=== dm_arbiter_flat ===
==> dm_arbiter_flat/metal_stack.png <==
The bar under the picture is 50 um long. Two of the layers only.
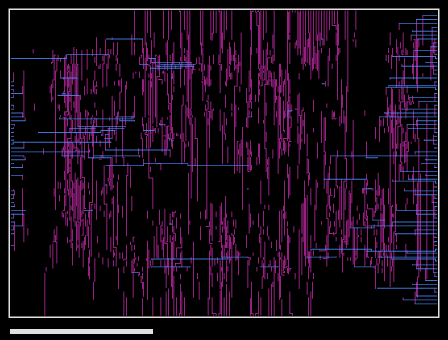

===== config.mk =====
export PLATFORM = sky130hd
export DESIGN_NAME = dm_arbiter_flat
export DESIGN_NICKNAME = d
export VERILOG_FILES = /design/src/rtl/dm_pkg.sv /design/src/rtl/dm_arbiter_if.sv /design/src/rtl/dm_boot_seq.sv /design/src/rtl/dm_arbiter.sv /design/src/flat_wrapper.sv
export SDC_FILE = /design/constraint.sdc
export NUM_CORES = 1
export LEC_CHECK = 0
export ABC_AREA = 1
export CAP_MARGIN = 30
export CORE_ASPECT_RATIO = 0.7
export CORE_MARGIN = 4
export CORE_UTILIZATION = 30
export CTS_CLUSTER_DIAMETER = 200
export DETAILED_ROUTE_END_ITERATION = 10
export HOLD_SLACK_MARGIN = 0.05
export MAX_ROUTING_LAYER = met4
export PLACE_DENSITY_LB_ADDON = 0.1
export SLEW_MARGIN = 10
export SYNTH_ARGS = -nofsm -noshare
export SYNTH_HDL_FRONTEND = slang
export SYNTH_HIERARCHICAL = 1
export SYNTH_SLANG_ARGS = --single-unit

===== constraint.sdc =====
create_clock -name clk -period 3.65 [get_ports clk]
set_clock_uncertainty 0.2 [all_clocks]
set_input_delay 0.73 -clock clk [delete_from_list [all_inputs] [get_ports clk]]
set_output_delay 0.73 -clock clk [all_outputs]
set_load 0.005 [all_outputs]

===== src/rtl/dm_pkg.sv =====
// Shared constants and FSM encoding for the data-memory arbiter.
// Sizes match the data memory (DMSIZE=8, DM_MAX=128).
package dm_pkg;

  localparam int DM_AW         = 8;
  localparam int DM_DW         = 32;
  localparam int DM_DEPTH      = 128;
  localparam int DM_LD_WORDS   = 2;
  localparam int DM_MIRROR_OFF = 4;
  localparam int DM_STARVE_MAX = 4;

  typedef enum logic [1:0] {
    BOOT_P,
    BOOT_M,
    IDLE,
    RD_WAIT
  } dm_state_e;

endpackage


===== src/rtl/dm_arbiter_if.sv =====
// Pipeline, loader and memory port bundle of the data-memory arbiter.
// slave = arbiter side, master = requesters and memory side.
interface dm_arbiter_if
  import dm_pkg::*;
#(
  parameter int AW = DM_AW,
  parameter int DW = DM_DW
);

  logic          pipe_req;
  logic          pipe_we;
  logic [AW-1:0] pipe_addr;
  logic [DW-1:0] pipe_wdata;
  logic          pipe_stall;
  logic          pipe_rvalid;
  logic [DW-1:0] pipe_rdata;

  logic          ld_valid;
  logic [AW-1:0] ld_addr;
  logic [DW-1:0] ld_data;
  logic          ld_ready;
  logic          ld_done;

  logic          dm_we;
  logic [AW-1:0] dm_addr;
  logic [DW-1:0] dm_wdata;
  logic [DW-1:0] dm_rdata;

  logic          err_oob;

  modport slave (
    input  pipe_req, pipe_we,
    input  pipe_addr, pipe_wdata,
    output pipe_stall, pipe_rvalid,
    output pipe_rdata,
    input  ld_valid, ld_addr, ld_data,
    output ld_ready, ld_done,
    output dm_we, dm_addr, dm_wdata,
    input  dm_rdata,
    output err_oob
  );

  modport master (
    output pipe_req, pipe_we,
    output pipe_addr, pipe_wdata,
    input  pipe_stall, pipe_rvalid,
    input  pipe_rdata,
    output ld_valid, ld_addr, ld_data,
    input  ld_ready, ld_done,
    input  dm_we, dm_addr, dm_wdata,
    output dm_rdata,
    input  err_oob
  );

endinterface


===== src/rtl/dm_boot_seq.sv =====
// Boot fill sequencer: primary/mirror address generation,
// zero-word suppression and the sticky ld_done flag.
module dm_boot_seq
  import dm_pkg::*;
#(
  parameter int AW         = DM_AW,
  parameter int DW         = DM_DW,
  parameter int LD_WORDS   = DM_LD_WORDS,
  parameter int MIRROR_OFF = DM_MIRROR_OFF
) (
  input  logic          clk,
  input  logic          rst2,
  input  logic          in_prim,
  input  logic          in_mirr,
  input  logic          ld_valid,
  input  logic [DW-1:0] ld_data,
  output logic          wr_req,
  output logic [AW-1:0] wr_addr,
  output logic [DW-1:0] wr_data,
  output logic          last,
  output logic          ld_done
);

  localparam int CW = $clog2(LD_WORDS + 1);

  logic [CW-1:0] cnt;
  logic [DW-1:0] word;

  always_ff @(posedge clk or negedge rst2) begin
    if (!rst2) begin
      cnt     <= '0;
      word    <= '0;
      ld_done <= 1'b0;
    end else begin
      if (in_prim && ld_valid)
        word <= ld_data;
      if (in_mirr) begin
        cnt <= cnt + 1'b1;
        if (last)
          ld_done <= 1'b1;
      end
    end
  end

  assign last = (cnt == CW'(LD_WORDS - 1));

  // A zero word only lands in its mirror slot.
  assign wr_req = in_mirr
                | (in_prim & ld_valid & (|ld_data));

  assign wr_addr = in_mirr
                 ? AW'(cnt) + AW'(MIRROR_OFF)
                 : AW'(cnt);

  assign wr_data = in_mirr ? word : ld_data;

endmodule


===== src/rtl/dm_arbiter.sv =====
// Data-memory port arbiter between MEM stage and loader.
// DM_ARB_RR_EN selects round-robin conflict arbitration.
module dm_arbiter
  import dm_pkg::*;
#(
  parameter int AW         = DM_AW,
  parameter int DW         = DM_DW,
  parameter int DEPTH      = DM_DEPTH,
  parameter int LD_WORDS   = DM_LD_WORDS,
  parameter int MIRROR_OFF = DM_MIRROR_OFF,
  parameter int STARVE_MAX = DM_STARVE_MAX
) (
  input logic         clk,
  input logic         rst2,
  dm_arbiter_if.slave bus
);

  localparam logic [AW:0] LIM = (AW+1)'(DEPTH);

  dm_state_e state, nxt;

  logic          p_oob, l_oob;
  logic          ld_win, pipe_win;
  logic          rd_oob;
  logic          b_req, b_last, b_done;
  logic [AW-1:0] b_addr;
  logic [DW-1:0] b_data;

  assign p_oob = {1'b0, bus.pipe_addr} >= LIM;
  assign l_oob = {1'b0, bus.ld_addr} >= LIM;

`ifdef DM_ARB_RR_EN
  logic last_pipe;

  assign ld_win = bus.ld_valid
                & (~bus.pipe_req | last_pipe);

  always_ff @(posedge clk or negedge rst2) begin
    if (!rst2)
      last_pipe <= 1'b0;
    else if (state == IDLE && bus.pipe_req
             && bus.ld_valid)
      last_pipe <= ~ld_win;
  end
`else
  localparam int SW = $clog2(STARVE_MAX + 1);

  logic [SW-1:0] starve_cnt;

  assign ld_win = bus.ld_valid
                & (~bus.pipe_req
                   | (starve_cnt == SW'(STARVE_MAX)));

  always_ff @(posedge clk or negedge rst2) begin
    if (!rst2)
      starve_cnt <= '0;
    else if (state == IDLE) begin
      if (ld_win)
        starve_cnt <= '0;
      else if (bus.ld_valid)
        starve_cnt <= starve_cnt + 1'b1;
    end
  end
`endif

  assign pipe_win = bus.pipe_req & ~ld_win;

  dm_boot_seq #(
    .AW         (AW),
    .DW         (DW),
    .LD_WORDS   (LD_WORDS),
    .MIRROR_OFF (MIRROR_OFF)
  ) u_boot (
    .clk      (clk),
    .rst2     (rst2),
    .in_prim  (state == BOOT_P),
    .in_mirr  (state == BOOT_M),
    .ld_valid (bus.ld_valid),
    .ld_data  (bus.ld_data),
    .wr_req   (b_req),
    .wr_addr  (b_addr),
    .wr_data  (b_data),
    .last     (b_last),
    .ld_done  (b_done)
  );

  assign bus.ld_done = b_done;

  always_ff @(posedge clk or negedge rst2) begin
    if (!rst2) begin
      state  <= BOOT_P;
      rd_oob <= 1'b0;
    end else begin
      state <= nxt;
      if (state == IDLE && pipe_win
          && !bus.pipe_we)
        rd_oob <= p_oob;
    end
  end

  always_comb begin
    nxt             = state;
    bus.pipe_stall  = 1'b0;
    bus.pipe_rvalid = 1'b0;
    bus.pipe_rdata  = '0;
    bus.ld_ready    = 1'b0;
    bus.dm_we       = 1'b0;
    bus.dm_addr     = '0;
    bus.dm_wdata    = '0;
    bus.err_oob     = 1'b0;
    unique case (state)
      BOOT_P: begin
        bus.ld_ready   = 1'b1;
        bus.pipe_stall = bus.pipe_req;
        bus.dm_we      = b_req;
        bus.dm_addr    = b_addr;
        bus.dm_wdata   = b_data;
        if (bus.ld_valid)
          nxt = BOOT_M;
      end
      BOOT_M: begin
        bus.pipe_stall = bus.pipe_req;
        bus.dm_we      = b_req;
        bus.dm_addr    = b_addr;
        bus.dm_wdata   = b_data;
        nxt = b_last ? IDLE : BOOT_P;
      end
      IDLE: begin
        if (pipe_win) begin
          if (p_oob) begin
            bus.err_oob = 1'b1;
            if (!bus.pipe_we)
              nxt = RD_WAIT;
          end else if (bus.pipe_we) begin
            bus.dm_we    = 1'b1;
            bus.dm_addr  = bus.pipe_addr;
            bus.dm_wdata = bus.pipe_wdata;
          end else begin
            bus.dm_addr    = bus.pipe_addr;
            bus.pipe_stall = 1'b1;
            nxt            = RD_WAIT;
          end
        end else if (bus.pipe_req) begin
          bus.pipe_stall = 1'b1;
        end
        if (ld_win) begin
          bus.ld_ready = 1'b1;
          if (l_oob) begin
            bus.err_oob = 1'b1;
          end else begin
            bus.dm_we    = 1'b1;
            bus.dm_addr  = bus.ld_addr;
            bus.dm_wdata = bus.ld_data;
          end
        end
      end
      RD_WAIT: begin
        bus.pipe_rvalid = 1'b1;
        bus.pipe_rdata  = rd_oob ? '0 : bus.dm_rdata;
        nxt             = IDLE;
      end
    endcase
  end

endmodule


===== src/flat_wrapper.sv =====
// flat-port wrapper written by rule: the top's interface ports become plain ports
module dm_arbiter_flat import dm_pkg::*;
#(
  parameter int AW         = DM_AW,
  parameter int DW         = DM_DW,
  parameter int DEPTH      = DM_DEPTH,
  parameter int LD_WORDS   = DM_LD_WORDS,
  parameter int MIRROR_OFF = DM_MIRROR_OFF,
  parameter int STARVE_MAX = DM_STARVE_MAX
)
  (clk, rst2, bus_pipe_req, bus_pipe_we, bus_pipe_addr, bus_pipe_wdata, bus_pipe_stall, bus_pipe_rvalid, bus_pipe_rdata, bus_ld_valid, bus_ld_addr, bus_ld_data, bus_ld_ready, bus_ld_done, bus_dm_we, bus_dm_addr, bus_dm_wdata, bus_dm_rdata, bus_err_oob);
  dm_arbiter_if #(.AW(AW), .DW(DW)) bus_i ();
  input logic clk;
  input logic rst2;
  input wire logic [$bits(bus_i.pipe_req)-1:0] bus_pipe_req;
  input wire logic [$bits(bus_i.pipe_we)-1:0] bus_pipe_we;
  input wire logic [$bits(bus_i.pipe_addr)-1:0] bus_pipe_addr;
  input wire logic [$bits(bus_i.pipe_wdata)-1:0] bus_pipe_wdata;
  output wire logic [$bits(bus_i.pipe_stall)-1:0] bus_pipe_stall;
  output wire logic [$bits(bus_i.pipe_rvalid)-1:0] bus_pipe_rvalid;
  output wire logic [$bits(bus_i.pipe_rdata)-1:0] bus_pipe_rdata;
  input wire logic [$bits(bus_i.ld_valid)-1:0] bus_ld_valid;
  input wire logic [$bits(bus_i.ld_addr)-1:0] bus_ld_addr;
  input wire logic [$bits(bus_i.ld_data)-1:0] bus_ld_data;
  output wire logic [$bits(bus_i.ld_ready)-1:0] bus_ld_ready;
  output wire logic [$bits(bus_i.ld_done)-1:0] bus_ld_done;
  output wire logic [$bits(bus_i.dm_we)-1:0] bus_dm_we;
  output wire logic [$bits(bus_i.dm_addr)-1:0] bus_dm_addr;
  output wire logic [$bits(bus_i.dm_wdata)-1:0] bus_dm_wdata;
  input wire logic [$bits(bus_i.dm_rdata)-1:0] bus_dm_rdata;
  output wire logic [$bits(bus_i.err_oob)-1:0] bus_err_oob;
  assign bus_i.pipe_req = bus_pipe_req;
  assign bus_i.pipe_we = bus_pipe_we;
  assign bus_i.pipe_addr = bus_pipe_addr;
  assign bus_i.pipe_wdata = bus_pipe_wdata;
  assign bus_pipe_stall = bus_i.pipe_stall;
  assign bus_pipe_rvalid = bus_i.pipe_rvalid;
  assign bus_pipe_rdata = bus_i.pipe_rdata;
  assign bus_i.ld_valid = bus_ld_valid;
  assign bus_i.ld_addr = bus_ld_addr;
  assign bus_i.ld_data = bus_ld_data;
  assign bus_ld_ready = bus_i.ld_ready;
  assign bus_ld_done = bus_i.ld_done;
  assign bus_dm_we = bus_i.dm_we;
  assign bus_dm_addr = bus_i.dm_addr;
  assign bus_dm_wdata = bus_i.dm_wdata;
  assign bus_i.dm_rdata = bus_dm_rdata;
  assign bus_err_oob = bus_i.err_oob;
  dm_arbiter #(.AW(AW), .DW(DW), .DEPTH(DEPTH), .LD_WORDS(LD_WORDS), .MIRROR_OFF(MIRROR_OFF), .STARVE_MAX(STARVE_MAX)) u_core (.clk(clk), .rst2(rst2), .bus(bus_i));
endmodule

=== exec_cond_stage_flat ===
--- config.mk ---
export PLATFORM = sky130hd
export DESIGN_NAME = exec_cond_stage_flat
export DESIGN_NICKNAME = d
export VERILOG_FILES = /design/src/rtl/cpu_pkg.sv /design/src/rtl/exec_cond_stage_if.sv /design/src/rtl/exec_cond_stage_cond_check.sv /design/src/rtl/exec_cond_stage.sv /design/src/flat_wrapper.sv
export SDC_FILE = /design/constraint.sdc
export NUM_CORES = 1
export LEC_CHECK = 0
export ABC_AREA = 1
export ABC_CLOCK_PERIOD_IN_PS = 2300
export CAP_MARGIN = 20
export CORE_UTILIZATION = 39
export CTS_CLUSTER_DIAMETER = 60
export DETAILED_ROUTE_END_ITERATION = 8
export PLACE_DENSITY = 0.76
export SLEW_MARGIN = 10
export SYNTH_ARGS = -nofsm -noshare
export SYNTH_HDL_FRONTEND = slang
export SYNTH_HIERARCHICAL = 1
export SYNTH_SLANG_ARGS = --single-unit
--- constraint.sdc ---
create_clock -name CLK -period 2.3 [get_ports CLK]
set_input_delay 0.69 -clock CLK [delete_from_list [all_inputs] [get_ports CLK]]
set_output_delay 0.69 -clock CLK [all_outputs]
set_load 0.02 [all_outputs]
--- src/rtl/cpu_pkg.sv ---
// Shared CPU definitions: ARM condition codes, NZCV flag bit positions and
// the control bundle carried from the execute stage into the memory stage.
package cpu_pkg;

  typedef enum logic [3:0] {
    COND_EQ = 4'd0,
    COND_NE = 4'd1,
    COND_CS = 4'd2,
    COND_CC = 4'd3,
    COND_MI = 4'd4,
    COND_PL = 4'd5,
    COND_VS = 4'd6,
    COND_VC = 4'd7,
    COND_HI = 4'd8,
    COND_LS = 4'd9,
    COND_GE = 4'd10,
    COND_LT = 4'd11,
    COND_GT = 4'd12,
    COND_LE = 4'd13,
    COND_AL = 4'd14,
    COND_NV = 4'd15
  } cond_e;

  localparam int FLAG_N = 3;
  localparam int FLAG_Z = 2;
  localparam int FLAG_C = 1;
  localparam int FLAG_V = 0;

  typedef struct packed {
    logic pcsrc;
    logic regwrite;
    logic memwrite;
    logic memtoreg;
  } m_ctrl_t;

endpackage

--- src/rtl/exec_cond_stage_if.sv ---
// Bundle between the execute stage and its neighbours. There is no valid/ready
// handshake here: EN = 0 stalls (M outputs and flags hold), CLR = 1 flushes the
// M stage to a bubble on the next edge and wins over EN.
interface exec_cond_stage_if #(parameter int BITS = 32);

  logic            EN;
  logic            CLR;
  logic [3:0]      CondE;
  logic [1:0]      FlagWriteE;
  logic [3:0]      ALUFlags;
  logic            PCSrcE;
  logic            RegWriteE;
  logic            MemWriteE;
  logic            MemtoRegE;
  logic            BranchE;
  logic            NoWriteE;
  logic [BITS-1:0] ALUResultE;
  logic [BITS-1:0] WriteDataE;
  logic [3:0]      WA3E;

  logic            CondExE;
  logic            BranchTakenE;
  logic [3:0]      FlagsR;
  logic            PCSrcM;
  logic            RegWriteM;
  logic            MemWriteM;
  logic            MemtoRegM;
  logic [BITS-1:0] ALUResultM;
  logic [BITS-1:0] WriteDataM;
  logic [3:0]      WA3M;

  modport master (
    output EN, CLR, CondE, FlagWriteE, ALUFlags,
    output PCSrcE, RegWriteE, MemWriteE, MemtoRegE, BranchE, NoWriteE,
    output ALUResultE, WriteDataE, WA3E,
    input  CondExE, BranchTakenE, FlagsR,
    input  PCSrcM, RegWriteM, MemWriteM, MemtoRegM,
    input  ALUResultM, WriteDataM, WA3M
  );

  modport slave (
    input  EN, CLR, CondE, FlagWriteE, ALUFlags,
    input  PCSrcE, RegWriteE, MemWriteE, MemtoRegE, BranchE, NoWriteE,
    input  ALUResultE, WriteDataE, WA3E,
    output CondExE, BranchTakenE, FlagsR,
    output PCSrcM, RegWriteM, MemWriteM, MemtoRegM,
    output ALUResultM, WriteDataM, WA3M
  );

endinterface

--- src/rtl/exec_cond_stage_cond_check.sv ---
// Combinational ARM condition evaluation of a 4-bit condition field against
// the NZCV flags; NV (4'b1111) never executes.
module cond_check
  import cpu_pkg::*;
(
  input  logic [3:0] cond,
  input  logic [3:0] flags,
  output logic       ex
);

  logic n, z, c, v;

  assign n = flags[FLAG_N];
  assign z = flags[FLAG_Z];
  assign c = flags[FLAG_C];
  assign v = flags[FLAG_V];

  always_comb begin
    ex = 1'b0;
    case (cond_e'(cond))
      COND_EQ: ex = z;
      COND_NE: ex = ~z;
      COND_CS: ex = c;
      COND_CC: ex = ~c;
      COND_MI: ex = n;
      COND_PL: ex = ~n;
      COND_VS: ex = v;
      COND_VC: ex = ~v;
      COND_HI: ex = c & ~z;
      COND_LS: ex = ~c | z;
      COND_GE: ex = (n == v);
      COND_LT: ex = (n != v);
      COND_GT: ex = ~z & (n == v);
      COND_LE: ex = z | (n != v);
      COND_AL: ex = 1'b1;
      default: ex = 1'b0;
    endcase
  end

endmodule

--- src/rtl/exec_cond_stage.sv ---
// Execute-stage condition unit: evaluates the condition field, owns the NZCV
// flag register and the E->M pipeline register with stall and flush.
module exec_cond_stage
  import cpu_pkg::*;
#(
  parameter int BITS = 32
) (
  input  logic                CLK,
  input  logic                RST_N,
  exec_cond_stage_if.slave    bus
);

  logic            cond_ex;
  logic [3:0]      flags_d, flags_q;
  m_ctrl_t         ctrl_d, ctrl_q;
  logic [BITS-1:0] alu_result_d, alu_result_q;
  logic [BITS-1:0] write_data_d, write_data_q;
  logic [3:0]      wa3_d, wa3_q;

  cond_check u_cond_check (
    .cond  (bus.CondE),
    .flags (flags_q),
    .ex    (cond_ex)
  );

  // Flags are read directly from the register, so an instruction that sets
  // flags is seen by the very next instruction without any bypass.
  always_comb begin
    flags_d      = flags_q;
    ctrl_d       = ctrl_q;
    alu_result_d = alu_result_q;
    write_data_d = write_data_q;
    wa3_d        = wa3_q;
    if (bus.CLR) begin
      ctrl_d       = '0;
      alu_result_d = '0;
      write_data_d = '0;
      wa3_d        = '0;
    end else if (bus.EN) begin
      ctrl_d.pcsrc    = bus.PCSrcE & cond_ex;
      ctrl_d.regwrite = bus.RegWriteE & cond_ex & ~bus.NoWriteE;
      ctrl_d.memwrite = bus.MemWriteE & cond_ex;
      ctrl_d.memtoreg = bus.MemtoRegE;
      alu_result_d    = bus.ALUResultE;
      write_data_d    = bus.WriteDataE;
      wa3_d           = bus.WA3E;
      if (cond_ex && bus.FlagWriteE[1]) begin
        flags_d[FLAG_N] = bus.ALUFlags[FLAG_N];
        flags_d[FLAG_Z] = bus.ALUFlags[FLAG_Z];
      end
      if (cond_ex && bus.FlagWriteE[0]) begin
        flags_d[FLAG_C] = bus.ALUFlags[FLAG_C];
        flags_d[FLAG_V] = bus.ALUFlags[FLAG_V];
      end
    end
  end

  always_ff @(posedge CLK or negedge RST_N) begin
    if (!RST_N) begin
      flags_q      <= '0;
      ctrl_q       <= '0;
      alu_result_q <= '0;
      write_data_q <= '0;
      wa3_q        <= '0;
    end else begin
      flags_q      <= flags_d;
      ctrl_q       <= ctrl_d;
      alu_result_q <= alu_result_d;
      write_data_q <= write_data_d;
      wa3_q        <= wa3_d;
    end
  end

  assign bus.CondExE      = cond_ex;
  assign bus.BranchTakenE = bus.BranchE & cond_ex;
  assign bus.FlagsR       = flags_q;
  assign bus.PCSrcM       = ctrl_q.pcsrc;
  assign bus.RegWriteM    = ctrl_q.regwrite;
  assign bus.MemWriteM    = ctrl_q.memwrite;
  assign bus.MemtoRegM    = ctrl_q.memtoreg;
  assign bus.ALUResultM   = alu_result_q;
  assign bus.WriteDataM   = write_data_q;
  assign bus.WA3M         = wa3_q;

endmodule

--- src/flat_wrapper.sv ---
// flat-port wrapper written by rule: the top's interface ports become plain ports
module exec_cond_stage_flat import cpu_pkg::*;
#(
  parameter int BITS = 32
)
  (CLK, RST_N, bus_EN, bus_CLR, bus_CondE, bus_FlagWriteE, bus_ALUFlags, bus_PCSrcE, bus_RegWriteE, bus_MemWriteE, bus_MemtoRegE, bus_BranchE, bus_NoWriteE, bus_ALUResultE, bus_WriteDataE, bus_WA3E, bus_CondExE, bus_BranchTakenE, bus_FlagsR, bus_PCSrcM, bus_RegWriteM, bus_MemWriteM, bus_MemtoRegM, bus_ALUResultM, bus_WriteDataM, bus_WA3M);
  exec_cond_stage_if #(.BITS(BITS)) bus_i ();
  input  logic CLK;
  input  logic RST_N;
  input wire logic [$bits(bus_i.EN)-1:0] bus_EN;
  input wire logic [$bits(bus_i.CLR)-1:0] bus_CLR;
  input wire logic [$bits(bus_i.CondE)-1:0] bus_CondE;
  input wire logic [$bits(bus_i.FlagWriteE)-1:0] bus_FlagWriteE;
  input wire logic [$bits(bus_i.ALUFlags)-1:0] bus_ALUFlags;
  input wire logic [$bits(bus_i.PCSrcE)-1:0] bus_PCSrcE;
  input wire logic [$bits(bus_i.RegWriteE)-1:0] bus_RegWriteE;
  input wire logic [$bits(bus_i.MemWriteE)-1:0] bus_MemWriteE;
  input wire logic [$bits(bus_i.MemtoRegE)-1:0] bus_MemtoRegE;
  input wire logic [$bits(bus_i.BranchE)-1:0] bus_BranchE;
  input wire logic [$bits(bus_i.NoWriteE)-1:0] bus_NoWriteE;
  input wire logic [$bits(bus_i.ALUResultE)-1:0] bus_ALUResultE;
  input wire logic [$bits(bus_i.WriteDataE)-1:0] bus_WriteDataE;
  input wire logic [$bits(bus_i.WA3E)-1:0] bus_WA3E;
  output wire logic [$bits(bus_i.CondExE)-1:0] bus_CondExE;
  output wire logic [$bits(bus_i.BranchTakenE)-1:0] bus_BranchTakenE;
  output wire logic [$bits(bus_i.FlagsR)-1:0] bus_FlagsR;
  output wire logic [$bits(bus_i.PCSrcM)-1:0] bus_PCSrcM;
  output wire logic [$bits(bus_i.RegWriteM)-1:0] bus_RegWriteM;
  output wire logic [$bits(bus_i.MemWriteM)-1:0] bus_MemWriteM;
  output wire logic [$bits(bus_i.MemtoRegM)-1:0] bus_MemtoRegM;
  output wire logic [$bits(bus_i.ALUResultM)-1:0] bus_ALUResultM;
  output wire logic [$bits(bus_i.WriteDataM)-1:0] bus_WriteDataM;
  output wire logic [$bits(bus_i.WA3M)-1:0] bus_WA3M;
  assign bus_i.EN = bus_EN;
  assign bus_i.CLR = bus_CLR;
  assign bus_i.CondE = bus_CondE;
  assign bus_i.FlagWriteE = bus_FlagWriteE;
  assign bus_i.ALUFlags = bus_ALUFlags;
  assign bus_i.PCSrcE = bus_PCSrcE;
  assign bus_i.RegWriteE = bus_RegWriteE;
  assign bus_i.MemWriteE = bus_MemWriteE;
  assign bus_i.MemtoRegE = bus_MemtoRegE;
  assign bus_i.BranchE = bus_BranchE;
  assign bus_i.NoWriteE = bus_NoWriteE;
  assign bus_i.ALUResultE = bus_ALUResultE;
  assign bus_i.WriteDataE = bus_WriteDataE;
  assign bus_i.WA3E = bus_WA3E;
  assign bus_CondExE = bus_i.CondExE;
  assign bus_BranchTakenE = bus_i.BranchTakenE;
  assign bus_FlagsR = bus_i.FlagsR;
  assign bus_PCSrcM = bus_i.PCSrcM;
  assign bus_RegWriteM = bus_i.RegWriteM;
  assign bus_MemWriteM = bus_i.MemWriteM;
  assign bus_MemtoRegM = bus_i.MemtoRegM;
  assign bus_ALUResultM = bus_i.ALUResultM;
  assign bus_WriteDataM = bus_i.WriteDataM;
  assign bus_WA3M = bus_i.WA3M;
  exec_cond_stage #(.BITS(BITS)) u_core (.CLK(CLK), .RST_N(RST_N), .bus(bus_i));
endmodule
=== vend_credit_controller_flat ===
File: config.mk
export PLATFORM = sky130hd
export DESIGN_NAME = vend_credit_controller_flat
export DESIGN_NICKNAME = d
export VERILOG_FILES = /design/src/rtl/vend_credit_controller_if.sv /design/src/rtl/vend_credit_controller.sv /design/src/flat_wrapper.sv
export SDC_FILE = /design/constraint.sdc
export NUM_CORES = 1
export LEC_CHECK = 0
export CELL_PAD_IN_SITES_DETAIL_PLACEMENT = 1
export CELL_PAD_IN_SITES_GLOBAL_PLACEMENT = 1
export CORE_MARGIN = 1.5
export CORE_UTILIZATION = 39
export CTS_BUF_LIST = sky130_fd_sc_hd__clkbuf_2
export CTS_CLUSTER_DIAMETER = 40
export DETAILED_ROUTE_END_ITERATION = 7
export GPL_TIMING_DRIVEN = 0
export PLACE_DENSITY_LB_ADDON = 0.1
export SETUP_SLACK_MARGIN = 0.02
export SYNTH_ARGS = -nofsm -noshare
export SYNTH_HDL_FRONTEND = slang
export SYNTH_SLANG_ARGS = --single-unit
File: constraint.sdc
create_clock -name clk -period 2.1 [get_ports clk]
set_input_delay 0.21 -clock clk [delete_from_list [all_inputs] [get_ports clk]]
set_output_delay 0.21 -clock clk [all_outputs]
set_load 0.01 [all_outputs]
File: src/rtl/vend_credit_controller_if.sv
// -----------------------------------------------------------------------------
// vend_credit_controller_if
//
// Purpose:
//   Bundles the front-end inputs (coin acceptor and keypad) and the
//   back-end handshakes (dispenser and hopper) of the vending credit
//   controller. The clock and reset stay outside as plain ports.
//
// Signals:
//   hundred_in, fifty_in   coin pulses                       (front end -> ctrl)
//   sel_valid, sel_item    item selection strobe and item    (front end -> ctrl)
//   cancel                 refund request                    (front end -> ctrl)
//   vend_valid, vend_item  dispense request and item         (ctrl -> dispenser)
//   vend_ready             dispenser accepts the request     (dispenser -> ctrl)
//   change_valid           one 50 token pending              (ctrl -> hopper)
//   change_ready           hopper ejected one token          (hopper -> ctrl)
//   coin_reject            return the previous cycle's coin  (ctrl -> acceptor)
//   credit                 current credit in 50-units        (ctrl -> display)
//   busy                   controller is vending or paying   (ctrl -> front end)
//
// Modports:
//   slave  - the controller's view
//   master - the environment's view (front end, dispenser, hopper)
// -----------------------------------------------------------------------------
interface vend_credit_controller_if #(
    parameter int CW = 4
);
    logic          hundred_in;
    logic          fifty_in;
    logic          sel_valid;
    logic          sel_item;
    logic          cancel;
    logic          vend_valid;
    logic          vend_item;
    logic          vend_ready;
    logic          change_valid;
    logic          change_ready;
    logic          coin_reject;
    logic [CW-1:0] credit;
    logic          busy;

    modport slave (
        input  hundred_in,
        input  fifty_in,
        input  sel_valid,
        input  sel_item,
        input  cancel,
        input  vend_ready,
        input  change_ready,
        output vend_valid,
        output vend_item,
        output change_valid,
        output coin_reject,
        output credit,
        output busy
    );

    modport master (
        output hundred_in,
        output fifty_in,
        output sel_valid,
        output sel_item,
        output cancel,
        output vend_ready,
        output change_ready,
        input  vend_valid,
        input  vend_item,
        input  change_valid,
        input  coin_reject,
        input  credit,
        input  busy
    );
endinterface

File: src/rtl/vend_credit_controller.sv
// -----------------------------------------------------------------------------
// vend_credit_controller
//
// Purpose:
//   Sequencing controller for the coin vending path. Accumulates credit from
//   50/100 coin pulses (credit is kept in units of 50), lets the customer buy
//   item A or item B, issues one dispense request per purchase through a
//   valid/ready handshake, and hands back remaining credit as single 50-unit
//   tokens through the hopper handshake. An idle customer is refunded
//   automatically after TIMEOUT_CYC cycles without an accepted coin.
//
// Ports:
//   clk    single clock, all state changes on its rising edge
//   reset  synchronous, active-high reset
//   bus    vend_credit_controller_if.slave (coins, selection, cancel,
//          dispense and change handshakes, coin_reject, credit, busy)
//
// Parameters:
//   PRICE_A     price of item A in 50-units
//   PRICE_B     price of item B in 50-units
//   MAX_CREDIT  highest credit accepted, in 50-units
//   TIMEOUT_CYC idle cycles in CREDIT before automatic refund
//   CW          credit width, must hold MAX_CREDIT+2
//
// All outputs come straight from flops.
// -----------------------------------------------------------------------------
module vend_credit_controller #(
    parameter int PRICE_A     = 3,
    parameter int PRICE_B     = 2,
    parameter int MAX_CREDIT  = 6,
    parameter int TIMEOUT_CYC = 255,
    parameter int CW          = 4
) (
    input  logic                     clk,
    input  logic                     reset,
    vend_credit_controller_if.slave  bus
);

    // Timer must be able to count up to TIMEOUT_CYC-1.
    localparam int TW = (TIMEOUT_CYC > 1) ? $clog2(TIMEOUT_CYC + 1) : 1;

    localparam logic [CW-1:0] PRICE_A_C    = CW'(PRICE_A);
    localparam logic [CW-1:0] PRICE_B_C    = CW'(PRICE_B);
    localparam logic [CW-1:0] MAX_CREDIT_C = CW'(MAX_CREDIT);
    localparam logic [CW-1:0] CREDIT_ZERO  = {CW{1'b0}};
    localparam logic [CW-1:0] CREDIT_ONE   = CW'(1'b1);
    localparam logic [TW-1:0] TIMER_ZERO   = {TW{1'b0}};
    localparam logic [TW-1:0] TIMER_ONE    = TW'(1'b1);
    localparam logic [TW-1:0] TIMER_LAST   = TW'(TIMEOUT_CYC - 1);

    typedef enum logic [1:0] {
        ST_IDLE   = 2'd0,
        ST_CREDIT = 2'd1,
        ST_VEND   = 2'd2,
        ST_CHANGE = 2'd3
    } state_e;

    // Value of a coin cycle in 50-units; zero unless exactly one line is high.
    function automatic logic [CW-1:0] coin_value(input logic hundred, input logic fifty);
        logic [CW-1:0] v;
        v = CREDIT_ZERO;
        if (hundred && !fifty) begin
            v = CW'(2'd2);
        end else if (fifty && !hundred) begin
            v = CW'(2'd1);
        end else begin
            v = CREDIT_ZERO;
        end
        return v;
    endfunction

    state_e        state_q,        state_d;
    logic [CW-1:0] credit_q,       credit_d;
    logic [TW-1:0] timer_q,        timer_d;
    logic          vend_valid_q,   vend_valid_d;
    logic          vend_item_q,    vend_item_d;
    logic          change_valid_q, change_valid_d;
    logic          coin_reject_q,  coin_reject_d;
    logic          busy_q,         busy_d;

    logic          coin_any_s;
    logic          coin_accept_s;
    logic [CW-1:0] coin_val_s;
    logic [CW-1:0] credit_sum_s;
    logic [CW-1:0] price_s;

    // Coin qualification and price lookup for the current cycle.
    always_comb begin
        coin_any_s    = bus.hundred_in | bus.fifty_in;
        coin_val_s    = coin_value(bus.hundred_in, bus.fifty_in);
        // MAX_CREDIT+2 fits in CW bits, so this sum cannot wrap.
        credit_sum_s  = credit_q + coin_val_s;
        price_s       = bus.sel_item ? PRICE_B_C : PRICE_A_C;
        coin_accept_s = 1'b0;
        // A coin is only taken while collecting credit and when nothing else
        // competes for the same cycle; everything else goes back to the user.
        if (((state_q == ST_IDLE) || (state_q == ST_CREDIT)) &&
            (bus.hundred_in ^ bus.fifty_in) &&
            !bus.sel_valid && !bus.cancel &&
            (credit_sum_s <= MAX_CREDIT_C)) begin
            coin_accept_s = 1'b1;
        end else begin
            coin_accept_s = 1'b0;
        end
    end

    // Next-state and next-output logic of the controller FSM.
    always_comb begin
        state_d        = state_q;
        credit_d       = credit_q;
        timer_d        = timer_q;
        vend_valid_d   = vend_valid_q;
        vend_item_d    = vend_item_q;
        change_valid_d = change_valid_q;
        coin_reject_d  = coin_any_s & ~coin_accept_s;

        case (state_q)
            ST_IDLE: begin
                // sel_valid and cancel have nothing to act on with zero credit.
                timer_d        = TIMER_ZERO;
                vend_valid_d   = 1'b0;
                change_valid_d = 1'b0;
                if (coin_accept_s) begin
                    credit_d = credit_sum_s;
                    state_d  = ST_CREDIT;
                end else begin
                    state_d  = ST_IDLE;
                end
            end

            ST_CREDIT: begin
                if (bus.cancel) begin
                    state_d        = ST_CHANGE;
                    change_valid_d = (credit_q != CREDIT_ZERO);
                    timer_d        = TIMER_ZERO;
                end else if (bus.sel_valid && (credit_q >= price_s)) begin
                    credit_d     = credit_q - price_s;
                    vend_item_d  = bus.sel_item;
                    vend_valid_d = 1'b1;
                    state_d      = ST_VEND;
                    timer_d      = TIMER_ZERO;
                end else if (coin_accept_s) begin
                    credit_d = credit_sum_s;
                    timer_d  = TIMER_ZERO;
                end else if (timer_q == TIMER_LAST) begin
                    // This idle cycle brings the count to TIMEOUT_CYC: refund.
                    state_d        = ST_CHANGE;
                    change_valid_d = (credit_q != CREDIT_ZERO);
                    timer_d        = TIMER_ZERO;
                end else begin
                    // Includes an unaffordable selection, which is ignored.
                    timer_d = timer_q + TIMER_ONE;
                end
            end

            ST_VEND: begin
                timer_d = TIMER_ZERO;
                if (vend_valid_q && bus.vend_ready) begin
                    vend_valid_d = 1'b0;
                    if (credit_q != CREDIT_ZERO) begin
                        state_d        = ST_CHANGE;
                        change_valid_d = 1'b1;
                    end else begin
                        state_d        = ST_IDLE;
                        change_valid_d = 1'b0;
                    end
                end else begin
                    vend_valid_d = 1'b1;
                end
            end

            ST_CHANGE: begin
                timer_d = TIMER_ZERO;
                if (credit_q == CREDIT_ZERO) begin
                    // Nothing left to return; do not linger here.
                    state_d        = ST_IDLE;
                    change_valid_d = 1'b0;
                end else if (change_valid_q && bus.change_ready) begin
                    credit_d = credit_q - CREDIT_ONE;
                    if (credit_q == CREDIT_ONE) begin
                        // Last token: drop valid on the same edge credit hits 0.
                        state_d        = ST_IDLE;
                        change_valid_d = 1'b0;
                    end else begin
                        change_valid_d = 1'b1;
                    end
                end else begin
                    change_valid_d = 1'b1;
                end
            end

            default: begin
                state_d        = ST_IDLE;
                credit_d       = CREDIT_ZERO;
                timer_d        = TIMER_ZERO;
                vend_valid_d   = 1'b0;
                vend_item_d    = 1'b0;
                change_valid_d = 1'b0;
            end
        endcase

        busy_d = (state_d == ST_VEND) || (state_d == ST_CHANGE);
    end

    // State and output registers with synchronous reset.
    always_ff @(posedge clk) begin
        if (reset) begin
            state_q        <= ST_IDLE;
            credit_q       <= CREDIT_ZERO;
            timer_q        <= TIMER_ZERO;
            vend_valid_q   <= 1'b0;
            vend_item_q    <= 1'b0;
            change_valid_q <= 1'b0;
            coin_reject_q  <= 1'b0;
            busy_q         <= 1'b0;
        end else begin
            state_q        <= state_d;
            credit_q       <= credit_d;
            timer_q        <= timer_d;
            vend_valid_q   <= vend_valid_d;
            vend_item_q    <= vend_item_d;
            change_valid_q <= change_valid_d;
            coin_reject_q  <= coin_reject_d;
            busy_q         <= busy_d;
        end
    end

    assign bus.vend_valid   = vend_valid_q;
    assign bus.vend_item    = vend_item_q;
    assign bus.change_valid = change_valid_q;
    assign bus.coin_reject  = coin_reject_q;
    assign bus.credit       = credit_q;
    assign bus.busy         = busy_q;

endmodule
File: src/flat_wrapper.sv
// flat-port wrapper written by rule: the top's interface ports become plain ports
module vend_credit_controller_flat 
#(
    parameter int PRICE_A     = 3,
    parameter int PRICE_B     = 2,
    parameter int MAX_CREDIT  = 6,
    parameter int TIMEOUT_CYC = 255,
    parameter int CW          = 4
)
  (clk, reset, bus_hundred_in, bus_fifty_in, bus_sel_valid, bus_sel_item, bus_cancel, bus_vend_ready, bus_change_ready, bus_vend_valid, bus_vend_item, bus_change_valid, bus_coin_reject, bus_credit, bus_busy);
  vend_credit_controller_if #(.CW(CW)) bus_i ();
  input  logic clk;
  input  logic reset;
  input wire logic [$bits(bus_i.hundred_in)-1:0] bus_hundred_in;
  input wire logic [$bits(bus_i.fifty_in)-1:0] bus_fifty_in;
  input wire logic [$bits(bus_i.sel_valid)-1:0] bus_sel_valid;
  input wire logic [$bits(bus_i.sel_item)-1:0] bus_sel_item;
  input wire logic [$bits(bus_i.cancel)-1:0] bus_cancel;
  input wire logic [$bits(bus_i.vend_ready)-1:0] bus_vend_ready;
  input wire logic [$bits(bus_i.change_ready)-1:0] bus_change_ready;
  output wire logic [$bits(bus_i.vend_valid)-1:0] bus_vend_valid;
  output wire logic [$bits(bus_i.vend_item)-1:0] bus_vend_item;
  output wire logic [$bits(bus_i.change_valid)-1:0] bus_change_valid;
  output wire logic [$bits(bus_i.coin_reject)-1:0] bus_coin_reject;
  output wire logic [$bits(bus_i.credit)-1:0] bus_credit;
  output wire logic [$bits(bus_i.busy)-1:0] bus_busy;
  assign bus_i.hundred_in = bus_hundred_in;
  assign bus_i.fifty_in = bus_fifty_in;
  assign bus_i.sel_valid = bus_sel_valid;
  assign bus_i.sel_item = bus_sel_item;
  assign bus_i.cancel = bus_cancel;
  assign bus_i.vend_ready = bus_vend_ready;
  assign bus_i.change_ready = bus_change_ready;
  assign bus_vend_valid = bus_i.vend_valid;
  assign bus_vend_item = bus_i.vend_item;
  assign bus_change_valid = bus_i.change_valid;
  assign bus_coin_reject = bus_i.coin_reject;
  assign bus_credit = bus_i.credit;
  assign bus_busy = bus_i.busy;
  vend_credit_controller #(.PRICE_A(PRICE_A), .PRICE_B(PRICE_B), .MAX_CREDIT(MAX_CREDIT), .TIMEOUT_CYC(TIMEOUT_CYC), .CW(CW)) u_core (.clk(clk), .reset(reset), .bus(bus_i));
endmodule
==> exec_cond_stage_flat/cell_classes.png <==
Fill, decap, tap and diode cells in gray.
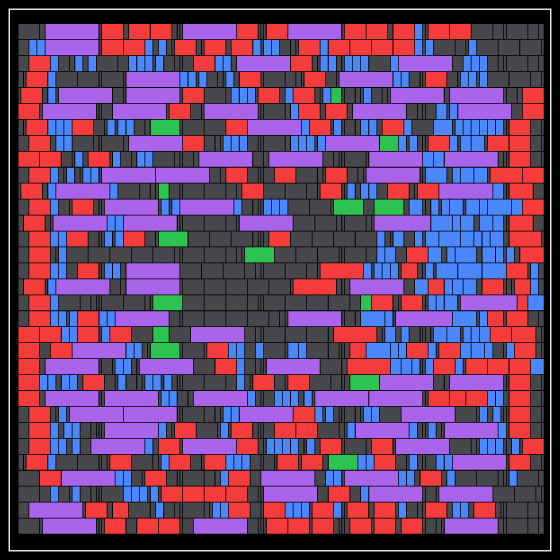
other buffers and delay cells -> red  # cells 176
all other logic -> blue  # cells 298
clock drivers and dummy loads -> green  # cells 14
flops -> purple  # cells 76

==> exec_cond_stage_flat/registers.png <==
The bar under the picture is 20 um long.
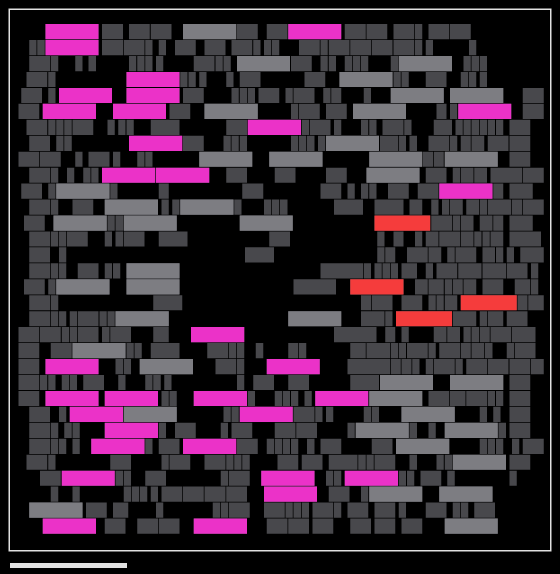
u_core/bus.WriteDataM -> magenta  # flops 32
u_core/bus.FlagsR -> red  # flops 4, where right middle
not colored = 40

==> out/metrics.json, exec_cond_stage_flat <==
{
  "violated_checks": {"value": "negative setup slack"},
  "seq_cells": {"value": 76},
  "gpl.final_weighted_congestion": {"value": 0.8699},
  "clockRootBuffer": {"value": "clkbuf_8"},
  "final_critical_path_setup_slack": {"value": -0.1449, "unit": "ns"},
  "syn_area_per_cell": {"value": 8.138, "unit": "sq um"},
  "n_all_buffers": {"value": 176},
  "syn-cell-area": {"value": 3166, "unit": "sq um"},
  "clockPowerShare": {"value": 0.248},
  "first_pass_grt_wire_length": {"value": 14950, "unit": "um"},
  "initial_core_util": {"value": 0.4054},
  "clock_sinks": {"value": 76},
  "result_of_the_run": {"value": "complete, but fails checks"},
  "report.final.setup_viol": {"value": 2},
  "yosysUniqueCellTypes": {"value": 18},
  "synth.cellmix.adderShare": {"value": 0},
  "placement.io_buffers": {"value": 165},
  "synth-cells-yosys": {"value": 389},
  "bufAreaShareNonClock": {"value": 0.3413},
  "timing_hold_violations_final": {"value": 0},
  "use_met3": {"value": 0.04892},
  "yosys.area.top_type_share": {"value": 0.6008},
  "routedLengthMet1": {"value": 3764, "unit": "um"},
  "seq_cell_power": {"value": 1.55, "unit": "mW"},
  "timing_max_transition_violations_final": {"value": 0},
  "fp.dieArea": {"value": 8481, "unit": "sq um"},
  "pin_count_of_the_biggest_net_entering_global_routing": {"value": 46},
  "post-route-drc-count": {"value": 0},
  "rr_endpoint": {"value": "u_core/bus.FlagsR[1]"},
  "hold_ws": {"value": 0.3224, "unit": "ns"},
  "cp.required": {"value": 1.61, "unit": "ns"},
  "dpl.hpwl": {"value": 6244, "unit": "um"},
  "yosys_register_bits": {"value": 76},
  "final_core_utilization": {"value": 0.6732},
  "cpLargestDelayFamily": {"value": "simple AND/OR/NAND/NOR gates"},
  "instances_no_fill": {"value": 666},
  "ff2ff_setup_slack": {"value": 0.45, "unit": "ns"},
  "n_fill_cell": {"value": 628},
  "areaGrowthSynthToFinish": {"value": 66.05, "unit": "%"},
  "power.sequential.fraction": {"value": 0.456},
  "grt_use_met2": {"value": 0.3762},
  "tns": {"value": -0.2298, "unit": "ns"},
  "layout_top_cells_excl_fill_tap": {"value": "nand2_1 (235), clkdlybuf4s50_1 (158), dfrtp_1 (73)"},
  "yosys.area_share.aoi": {"value": 0.007905},
  "cts_resized": {"value": 59},
  "placed_cells": {"value": 649},
  "met3_length": {"value": 633, "unit": "um"},
  "comb_area": {"value": 1214, "unit": "sq um"},
  "tap-cell-count": {"value": 102}
}
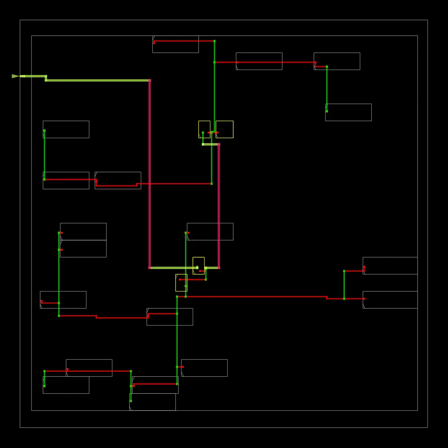
(vend_credit_controller_flat/final_clocks.png)
flop count: 19
clock sink count: 19
worst-case clock skew: 0.02091 ns
total clock buffers created by CTS: 3
count of clock-net buffers in the final layout: 3

==> out/metrics.json, vend_credit_controller_flat <==
{
  "result_of_the_run": {"value": "complete, but fails checks"},
  "violated_checks": {"value": "negative setup slack"},
  "power.total": {"value": 0.7784, "unit": "mW"},
  "tightest_slew": {"value": 0.5595, "unit": "ns"},
  "fp.dieArea": {"value": 4234, "unit": "sq um"},
  "post_cts_buffers": {"value": 8},
  "worstHoldEndpoint": {"value": "u_core.bus.vend_item"},
  "report.final.setup_viol": {"value": 13},
  "synthArstFlopShare": {"value": 0},
  "ff2ff_setup_slack": {"value": -0.12, "unit": "ns"},
  "ff_type": {"value": "dfxtp_1"},
  "n_all_buffers": {"value": 35},
  "timing.max_slew.rel_slack": {"value": 0.6270},
  "syn_area_per_cell": {"value": 8.302, "unit": "sq um"},
  "dominant-cell-class": {"value": "logic gates"},
  "critical_path.n_buffers_inverters": {"value": 1},
  "dp_slack": {"value": -0.7038, "unit": "ns"},
  "timing_max_transition_violations_final": {"value": 0},
  "comb_area": {"value": 1150, "unit": "sq um"},
  "worst_setup_path_start_kind": {"value": "register"},
  "instances_no_fill": {"value": 261},
  "critical_path.max_fanout": {"value": 4},
  "detail-route-antenna-nets": {"value": 0},
  "synth_xor_xnor_area_share": {"value": 0.04080},
  "timing.critical_path.from": {"value": "u_core.bus.credit[0]"},
  "timing_worst_setup_path_type": {"value": "reg2reg"},
  "placement.io_buffers": {"value": 16},
  "whs_path_depth": {"value": 3},
  "final_critical_path_setup_slack": {"value": -0.1250, "unit": "ns"},
  "hp-start": {"value": "bus_cancel"},
  "top_signal_layer_used": {"value": "met4"},
  "regToRegStartpoint": {"value": "u_core.bus.credit[0]"},
  "finalCriticalPeriod": {"value": 2.225, "unit": "ns"}
}
==> dm_arbiter_flat/clock_map.png <==
The bar under the picture is 50 um long.
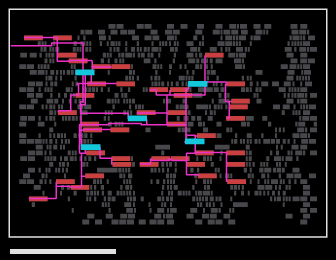
clock wires -> magenta  # length 632 um
cells driving clock nets -> cyan  # count 5
flip-flops -> red  # count 41
routed clock nets = 6

Notes on dm_arbiter_flat/metal_stack.png above:
met2 -> magenta  # wire length 7030 um
met3 -> blue  # wire length 1210 um

==> out/metrics.json, dm_arbiter_flat <==
{
  "result_of_the_run": {"value": "finished clean"},
  "power.sequential.fraction": {"value": 0.308},
  "clock_sinks": {"value": 41},
  "comb_area_frac": {"value": 0.4117},
  "boundaryPins": {"value": 195},
  "die_width": {"value": 149.5, "unit": "um"},
  "vias": {"value": 5207},
  "numCtsBuffers": {"value": 5},
  "power.clock.total": {"value": 0.422, "unit": "mW"},
  "combPwrFrac": {"value": 0.529},
  "synth-cells-yosys": {"value": 741},
  "p_comb": {"value": 1.36, "unit": "mW"},
  "seq_cell_power": {"value": 0.794, "unit": "mW"},
  "cts_tree": {"value": "done"},
  "timing_max_transition_violations_final": {"value": 0},
  "seq_cells": {"value": 41},
  "yosys-top-cells-count": {"value": "nand2_1 (310), nor2_1 (96), inv_1 (51), nand3_1 (48), o21ai_0 (43)"},
  "maxCapViolations": {"value": 0},
  "clockRootBuffer": {"value": "clkbuf_16"},
  "synthArstFlopShare": {"value": 1.000},
  "routedLengthMet1": {"value": 7616, "unit": "um"},
  "ff2ff_setup_slack": {"value": 1.73, "unit": "ns"},
  "detail-route-antenna-nets": {"value": 0},
  "cts_resized": {"value": 0},
  "post_cts_buffers": {"value": 0},
  "grt_use_met2": {"value": 0.3152},
  "comb_area": {"value": 2554, "unit": "sq um"},
  "yosysUniqueCellTypes": {"value": 25},
  "power_report.internal_total": {"value": 1.572, "unit": "mW"},
  "cp.required": {"value": 2.72, "unit": "ns"},
  "hold_buffers": {"value": 0},
  "detail_route.iter0.violations": {"value": 300},
  "achievable-frequency": {"value": 292.5, "unit": "MHz"},
  "area.share.sequential": {"value": 0.1654}
}

